==================== design 1
### Metal 1, design 1

Bar = 20 µm.
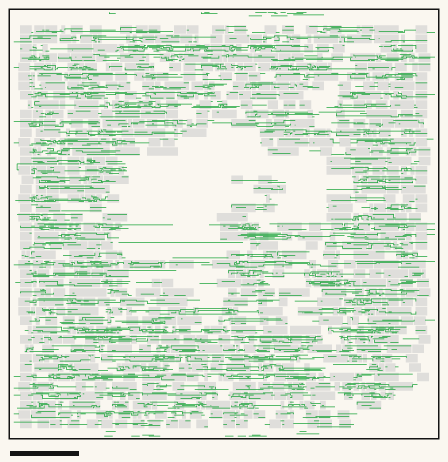
### Signal wires on met2, design 1

Bar = 20 µm.
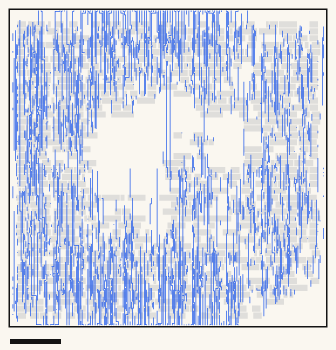
## src/rtl/alu_arb_pkg.sv

```systemverilog
// ---------------------------------------------------------------------------
// alu_arb_pkg : shared types and constants for the two-requester ALU arbiter
// Rev 1.0
// ---------------------------------------------------------------------------
`default_nettype none

package alu_arb_pkg;

  typedef enum logic [1:0] {
    IDLE = 2'd0,
    EXEC = 2'd1,
    RESP = 2'd2
  } state_t;

  localparam logic [3:0] SEL_AND  = 4'd0;
  localparam logic [3:0] SEL_OR   = 4'd1;
  localparam logic [3:0] SEL_NOT  = 4'd2;
  localparam logic [3:0] SEL_NOR  = 4'd3;
  localparam logic [3:0] SEL_XOR  = 4'd4;
  localparam logic [3:0] SEL_NAND = 4'd5;

  // Bit positions inside the 4-bit response flag vector
  localparam int FLAG_COUT = 3;
  localparam int FLAG_NEG  = 2;
  localparam int FLAG_ZERO = 1;
  localparam int FLAG_OVF  = 0;

endpackage

`default_nettype wire

```

## src/rtl/alu_arbiter_rr_arbiter2.sv

```systemverilog
// ---------------------------------------------------------------------------
// rr_arbiter2 : combinational two-way round-robin grant
// Rev 1.0
// ---------------------------------------------------------------------------
`default_nettype none

module rr_arbiter2 (
  input  logic valid0,
  input  logic valid1,
  input  logic last_grant,
  input  logic enable,
  output logic grant_valid,
  output logic grant_id
);

  assign grant_valid = enable && (valid0 || valid1);
  // On a tie the requester that was not served last wins
  assign grant_id    = (valid0 && valid1) ? ~last_grant : valid1;

endmodule

`default_nettype wire

```

## src/rtl/alu_arbiter.sv

```systemverilog
// ---------------------------------------------------------------------------
// alu_arbiter : shares one combinational ALU between two requesters
// Rev 1.0
// ---------------------------------------------------------------------------
`default_nettype none

module alu_arbiter
  import alu_arb_pkg::*;
#(
  parameter int WIDTH   = 32,
  parameter int NUM_OPS = 6,
  parameter int CNT_W   = 16
) (
  input  logic             clk,
  input  logic             rst,
  input  logic             req0_valid,
  output logic             req0_ready,
  input  logic [WIDTH-1:0] req0_a,
  input  logic [WIDTH-1:0] req0_b,
  input  logic [3:0]       req0_sel,
  input  logic             req0_cin,
  input  logic             req1_valid,
  output logic             req1_ready,
  input  logic [WIDTH-1:0] req1_a,
  input  logic [WIDTH-1:0] req1_b,
  input  logic [3:0]       req1_sel,
  input  logic             req1_cin,
  output logic [WIDTH-1:0] alu_a,
  output logic [WIDTH-1:0] alu_b,
  output logic [3:0]       alu_sel,
  output logic             alu_cin,
  input  logic [WIDTH-1:0] alu_y,
  input  logic             alu_cout,
  input  logic             alu_negative,
  input  logic             alu_zero,
  input  logic             alu_overflow,
  output logic             rsp_valid,
  input  logic             rsp_ready,
  output logic             rsp_id,
  output logic [WIDTH-1:0] rsp_y,
  output logic [3:0]       rsp_flags,
  output logic             rsp_err,
  output logic [CNT_W-1:0] ops_done
);

  state_t           state;
  logic             last_grant;
  logic [WIDTH-1:0] op_a;
  logic [WIDTH-1:0] op_b;
  logic [3:0]       op_sel;
  logic             op_cin;
  logic             op_id;

  logic             grant_valid;
  logic             grant_id;
  logic [WIDTH-1:0] in_a;
  logic [WIDTH-1:0] in_b;
  logic [3:0]       in_sel;
  logic             in_cin;
  logic             in_illegal;

  rr_arbiter2 u_rr (
    .valid0      (req0_valid),
    .valid1      (req1_valid),
    .last_grant  (last_grant),
    .enable      (state == IDLE),
    .grant_valid (grant_valid),
    .grant_id    (grant_id)
  );

  assign req0_ready = grant_valid && !grant_id;
  assign req1_ready = grant_valid &&  grant_id;

  assign in_a       = grant_id ? req1_a   : req0_a;
  assign in_b       = grant_id ? req1_b   : req0_b;
  assign in_sel     = grant_id ? req1_sel : req0_sel;
  assign in_cin     = grant_id ? req1_cin : req0_cin;
  assign in_illegal = (32'(in_sel) >= NUM_OPS);

  // ALU inputs come straight from the operand registers so they stay put
  // through EXEC and are untouched by rejected (illegal) operations.
  assign alu_a   = op_a;
  assign alu_b   = op_b;
  assign alu_sel = op_sel;
  assign alu_cin = op_cin;

  always_ff @(posedge clk) begin
    if (rst) begin
      state      <= IDLE;
      last_grant <= 1'b1;
      op_a       <= '0;
      op_b       <= '0;
      op_sel     <= '0;
      op_cin     <= 1'b0;
      op_id      <= 1'b0;
      rsp_valid  <= 1'b0;
      rsp_id     <= 1'b0;
      rsp_y      <= '0;
      rsp_flags  <= '0;
      rsp_err    <= 1'b0;
      ops_done   <= '0;
    end else begin
      case (state)
        IDLE: begin
          if (grant_valid) begin
            last_grant <= grant_id;
            if (in_illegal) begin
              rsp_err   <= 1'b1;
              rsp_y     <= '0;
              rsp_flags <= '0;
              rsp_id    <= grant_id;
              rsp_valid <= 1'b1;
              state     <= RESP;
            end else begin
              op_a   <= in_a;
              op_b   <= in_b;
              op_sel <= in_sel;
              op_cin <= in_cin;
              op_id  <= grant_id;
              state  <= EXEC;
            end
          end
        end
        EXEC: begin
          rsp_y                <= alu_y;
          rsp_flags[FLAG_COUT] <= alu_cout;
          rsp_flags[FLAG_NEG]  <= alu_negative;
          rsp_flags[FLAG_ZERO] <= alu_zero;
          rsp_flags[FLAG_OVF]  <= alu_overflow;
          rsp_err              <= 1'b0;
          rsp_id               <= op_id;
          rsp_valid            <= 1'b1;
          state                <= RESP;
        end
        RESP: begin
          if (rsp_ready) begin
            rsp_valid <= 1'b0;
            ops_done  <= ops_done + CNT_W'(1);
            state     <= IDLE;
          end
        end
        default: state <= IDLE;
      endcase
    end
  end

endmodule

`default_nettype wire

```

## config.mk

```make
export PLATFORM = sky130hd
export DESIGN_NAME = alu_arbiter
export DESIGN_NICKNAME = d
export VERILOG_FILES = /design/src/rtl/alu_arb_pkg.sv /design/src/rtl/alu_arbiter_rr_arbiter2.sv /design/src/rtl/alu_arbiter.sv
export SDC_FILE = /design/constraint.sdc
export NUM_CORES = 1
export LEC_CHECK = 0
export ABC_AREA = 0
export CORE_MARGIN = 2
export CORE_UTILIZATION = 40
export CTS_CLUSTER_SIZE = 14
export DETAILED_ROUTE_END_ITERATION = 8
export HOLD_SLACK_MARGIN = 0.12
export PLACE_DENSITY = 0.84
export SKIP_LAST_GASP = 1
export SYNTH_ARGS = -nofsm -noshare
export SYNTH_HDL_FRONTEND = slang
export SYNTH_SLANG_ARGS = --single-unit
```

## constraint.sdc

```tcl
create_clock -name clk -period 5.5 [get_ports clk]
set_input_delay 1.375 -clock clk [delete_from_list [all_inputs] [get_ports clk]]
set_output_delay 1.375 -clock clk [all_outputs]
set_load 0.02 [all_outputs]
```

==> GITHUB_STEP_SUMMARY <==
## Implementation flow summary

| Metric | Value |
|---|---|
| Status | `complete, no violations` |
| Clock buffer depth | `2` |
| Depth of the most critical reg-to-reg path | `6` |
| Signal buf overhead | `0.331` |
| Avg WL per Cell | `16.9 µm` |
| Max Cap Viol | `0` |
| Comb pwr | `799 µW` |
| Nets@finish | `1130` |
| Area Overhead vs Synth | `63.5%` |
| Top Usage Layer GRT | `met2` |
| Gr usage total | `0.244` |
| Logic share of the area | `0.309` |
| Dominant comb cell | `AND-OR/OR-AND gates` |
| Compound-cell area share of the yosys netlist | `0.206` |
| Layout cells sized above 1 | `0.0635` |
| Yosys warnings | `0` |
| Vias in the first global route | `5757` |
| YS chip area | `5760 µm²` |
| Setup Buffers After CTS | `0` |
| Top Layout Cells | `clkdlybuf4s50_1, nand2_1, dfxtp_1` |
| Antenna violations before repair | `0` |
| WS Path Type | `in -> out` |
| Post-DP HPWL | `12800 µm` |
| Crit path depth | `4` |
| Final Hold Fails | `0` |
| Slowest CP cell | `clkdlybuf4s50_1` |
| Clock latency on the worst-skew pair | `410 ps` |
| Tot Pwr | `2.97 mW` |
| DP Area | `8820 µm²` |
| Log Warnings | `28` |
| Worst IR drop on VDD | `0.000285 V` |
| Seq. pwr | `1.05 mW` |
| Flop share of the area | `0.272` |
## Picture notes: 'Metal 1' of design 1
The wires run mostly horizontal. 963 nets have wire on it. The longest straight run is 35.9 µm. The layer carries 7260 µm of wire. The layer holds 38% of the routed length.

## Picture notes: 'Signal wires on met2' of design 1
943 nets have wire on it. The layer holds 50% of the routed length. The wires run mostly vertical. The layer carries 9510 µm of wire.

## flip-flops by register name (all words and copies together) (netlist names), 2 cells and up
name	count
state	2
alu_sel	4
rsp_y	32
alu_a	32
rsp_flags	4
alu_b	32
ops_done	16
## how the worst min path moves through the flow
stage,endpoint,cells after the start,slack (ps),from
after global placement,rsp_y[5],2,440,rsp_y[5]
after CTS,rsp_y[0],2,460,rsp_y[0]
after detailed placement,rsp_y[0],2,450,rsp_y[0]
final,rsp_y[3],2,460,rsp_y[3]
after global routing,rsp_y[26],2,480,rsp_y[26]
after floorplan,op_id,2,450,op_id

==================== design 2
## src/rtl/sn76489_reg_decoder.sv

```systemverilog
// SN76489 host write port: decodes latch/data command bytes into the tone,
// attenuation and noise registers, with a READY busy window after each byte.
module sn76489_reg_decoder #(
    parameter int TONE_FREQUENCY_BITS = 10,
    parameter int ATTENUATION_BITS    = 4,
    parameter int NOISE_CONTROL_BITS  = 3,
    parameter int BUSY_CYCLES         = 32
) (
    input  logic                             clk,
    input  logic                             rst_n,
    input  logic [7:0]                       wr_data,
    input  logic                             wr_valid,
    output logic                             wr_ready,
    output logic [3*TONE_FREQUENCY_BITS-1:0] tone_freq,
    output logic [4*ATTENUATION_BITS-1:0]    attenuation,
    output logic [NOISE_CONTROL_BITS-1:0]    noise_ctrl,
    output logic                             noise_reset
);

    localparam logic [0:0] S_IDLE = 1'b0;
    localparam logic [0:0] S_BUSY = 1'b1;
    localparam logic [7:0] CNT_INIT = (BUSY_CYCLES > 0) ? 8'(BUSY_CYCLES - 1) : 8'd0;

    logic [2:0][TONE_FREQUENCY_BITS-1:0] tone_q, tone_d;
    logic [3:0][ATTENUATION_BITS-1:0]    att_q, att_d;
    logic [NOISE_CONTROL_BITS-1:0]       noise_q, noise_d;
    logic                                nrst_q, nrst_d;
    logic [1:0]                          lch_q, lch_d;
    logic                                ltype_q, ltype_d;
    logic [0:0]                          state_q, state_d;
    logic [7:0]                          cnt_q, cnt_d;

    logic       ready;
    logic       accept;
    logic [1:0] wr_ch;
    logic       wr_att;
    logic       is_latch;

    assign ready    = (state_q == S_IDLE);
    assign accept   = wr_valid & ready;
    assign is_latch = wr_data[7];
    // Data bytes reuse the channel/type captured by the most recent latch byte.
    assign wr_ch    = is_latch ? wr_data[6:5] : lch_q;
    assign wr_att   = is_latch ? wr_data[4]   : ltype_q;

    always_comb begin
        tone_d  = tone_q;
        att_d   = att_q;
        noise_d = noise_q;
        nrst_d  = 1'b0;
        lch_d   = lch_q;
        ltype_d = ltype_q;
        if (accept) begin
            if (is_latch) begin
                lch_d   = wr_data[6:5];
                ltype_d = wr_data[4];
            end
            if (wr_att) begin
                for (int unsigned i = 0; i < 4; i++) begin
                    if (wr_ch == 2'(i)) att_d[i] = wr_data[ATTENUATION_BITS-1:0];
                end
            end else if (wr_ch == 2'd3) begin
                noise_d = wr_data[NOISE_CONTROL_BITS-1:0];
                nrst_d  = 1'b1;
            end else begin
                for (int unsigned i = 0; i < 3; i++) begin
                    if (wr_ch == 2'(i)) begin
                        if (is_latch) tone_d[i][3:0] = wr_data[3:0];
                        else          tone_d[i][TONE_FREQUENCY_BITS-1:4] = wr_data[5:0];
                    end
                end
            end
        end
    end

    always_comb begin
        state_d = state_q;
        cnt_d   = cnt_q;
        case (state_q)
            S_IDLE: begin
                if (accept && (BUSY_CYCLES > 0)) begin
                    state_d = S_BUSY;
                    cnt_d   = CNT_INIT;
                end
            end
            S_BUSY: begin
                if (cnt_q == 8'd0) state_d = S_IDLE;
                else               cnt_d   = cnt_q - 8'd1;
            end
            default: state_d = S_IDLE;
        endcase
    end

    always_ff @(posedge clk or negedge rst_n) begin
        if (!rst_n) begin
            tone_q  <= '0;
            att_q   <= '1;
            noise_q <= '0;
            nrst_q  <= 1'b0;
            lch_q   <= '0;
            ltype_q <= 1'b0;
            state_q <= S_IDLE;
            cnt_q   <= '0;
        end else begin
            tone_q  <= tone_d;
            att_q   <= att_d;
            noise_q <= noise_d;
            nrst_q  <= nrst_d;
            lch_q   <= lch_d;
            ltype_q <= ltype_d;
            state_q <= state_d;
            cnt_q   <= cnt_d;
        end
    end

    assign wr_ready    = ready;
    assign tone_freq   = tone_q;
    assign attenuation = att_q;
    assign noise_ctrl  = noise_q;
    assign noise_reset = nrst_q;

endmodule

```

## config.mk

```make
export PLATFORM = sky130hd
export DESIGN_NAME = sn76489_reg_decoder
export DESIGN_NICKNAME = d
export VERILOG_FILES = /design/src/rtl/sn76489_reg_decoder.sv
export SDC_FILE = /design/constraint.sdc
export NUM_CORES = 1
export LEC_CHECK = 0
export CAP_MARGIN = 20
export CORE_ASPECT_RATIO = 0.75
export CORE_MARGIN = 8
export CORE_UTILIZATION = 50
export DETAILED_ROUTE_END_ITERATION = 12
export HOLD_SLACK_MARGIN = 0.02
export PLACE_DENSITY = 0.84
export SYNTH_ARGS = -nofsm -noshare
export SYNTH_HDL_FRONTEND = slang
export SYNTH_SLANG_ARGS = --single-unit
```

## constraint.sdc

```tcl
create_clock -name clk -period 3.26 [get_ports clk]
set_input_delay 0.652 -clock clk [delete_from_list [all_inputs] [get_ports clk]]
set_output_delay 0.652 -clock clk [all_outputs]
set_load 0.01 [all_outputs]
```

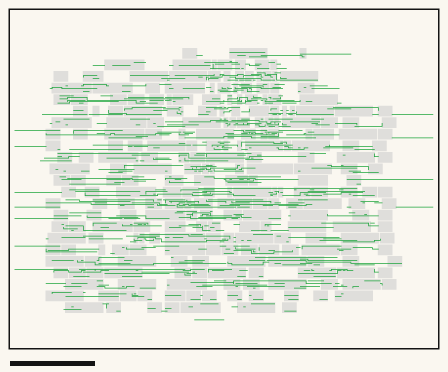
*Metal 1, design 2*
Bar = 20 µm.
239 nets have wire on it. The wires run mostly horizontal. The layer holds 44% of the routed length. The layer carries 2750 µm of wire. The longest straight run is 37.3 µm.

==> GITHUB_STEP_SUMMARY <==
## Implementation flow summary

| Metric | Value |
|---|---|
| Vias per inst | `5.51` |
| Worst hold path type | `in -> async` |
| Slowest CP cell | `clkdlybuf4s50_1` |
| Die Span X | `101 µm` |
| Fill cells | `396` |
| Fp_density | `0.512` |
| Max Cap Viol | `0` |
| Met1 wire length | `2750 µm` |
| Top post-synthesis cells by count | `mux2_2, dfrtp_1, dfstp_2, nand2_1, nor2_1` |
| Status | `complete, no violations` |
| DR pass1 iterations | `4` |
| GR Overflow Total | `0` |
| Met1 Use GR | `0.202` |
| Logic area | `1060 µm²` |
| Yosys warnings | `0` |
| Worst Skew | `6.97 ps` |
| Post-Place Worst Slack | `660 ps` |
| Adder Area Share | `0.00929` |
| Final Hold Fails | `0` |
| Final Max-Slew Violation Tally | `0` |
| XOR/XNOR Area Share | `0` |
| Synth mux share | `0.225` |
| Clk sinks | `62` |
| Antenna violations before repair | `0` |
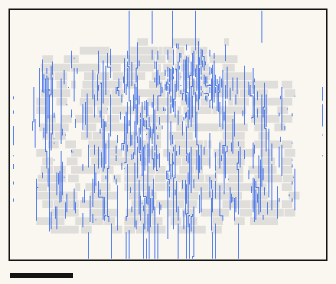
*Signal wires on met2, design 2*
Bar = 20 µm.
The layer holds 45% of the routed length. The layer carries 2780 µm of wire. The longest straight run is 43.5 µm.

-- worst max-delay path by stage --
stage                      end  slack, ps  depth (start not counted)
6_report       attenuation[11]       1000                          4
5_1_grt          tone_freq[15]        930                          4
4_1_cts        attenuation[11]       1020                          4
3_5_place_dp   attenuation[11]        660                          4
3_3_place_gp   attenuation[10]        720                          4
2_1_floorplan    noise_ctrl[0]       1440                          4
-- power by group through the flow --
stage               combinational [mW]  sequential (mW)  clock (mW)
finish                           0.828             1.20       0.675
global route                     0.902             1.23       0.730
CTS                              0.838             1.19       0.690
detailed placement               0.833             1.20           0
global placement                 0.804             1.19           0
floorplan                        0.397             1.22           0


==> notes/layouts.md <==
Pictures saved along the way, in no particular order.

Signal wires on met3.
Bar = 20 µm.
panel A
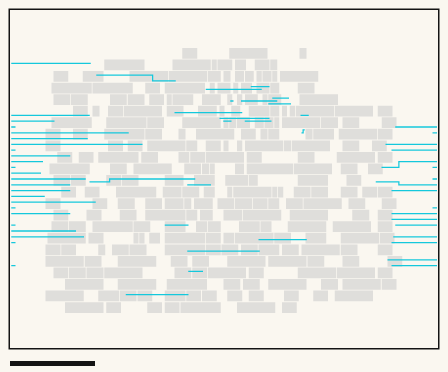
panel B
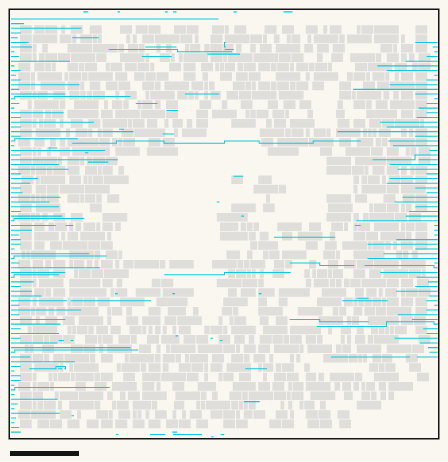
panel A: design 2
panel B: design 1
The one with the largest die is panel B.

Power is estimated from default activity; no workload was simulated.
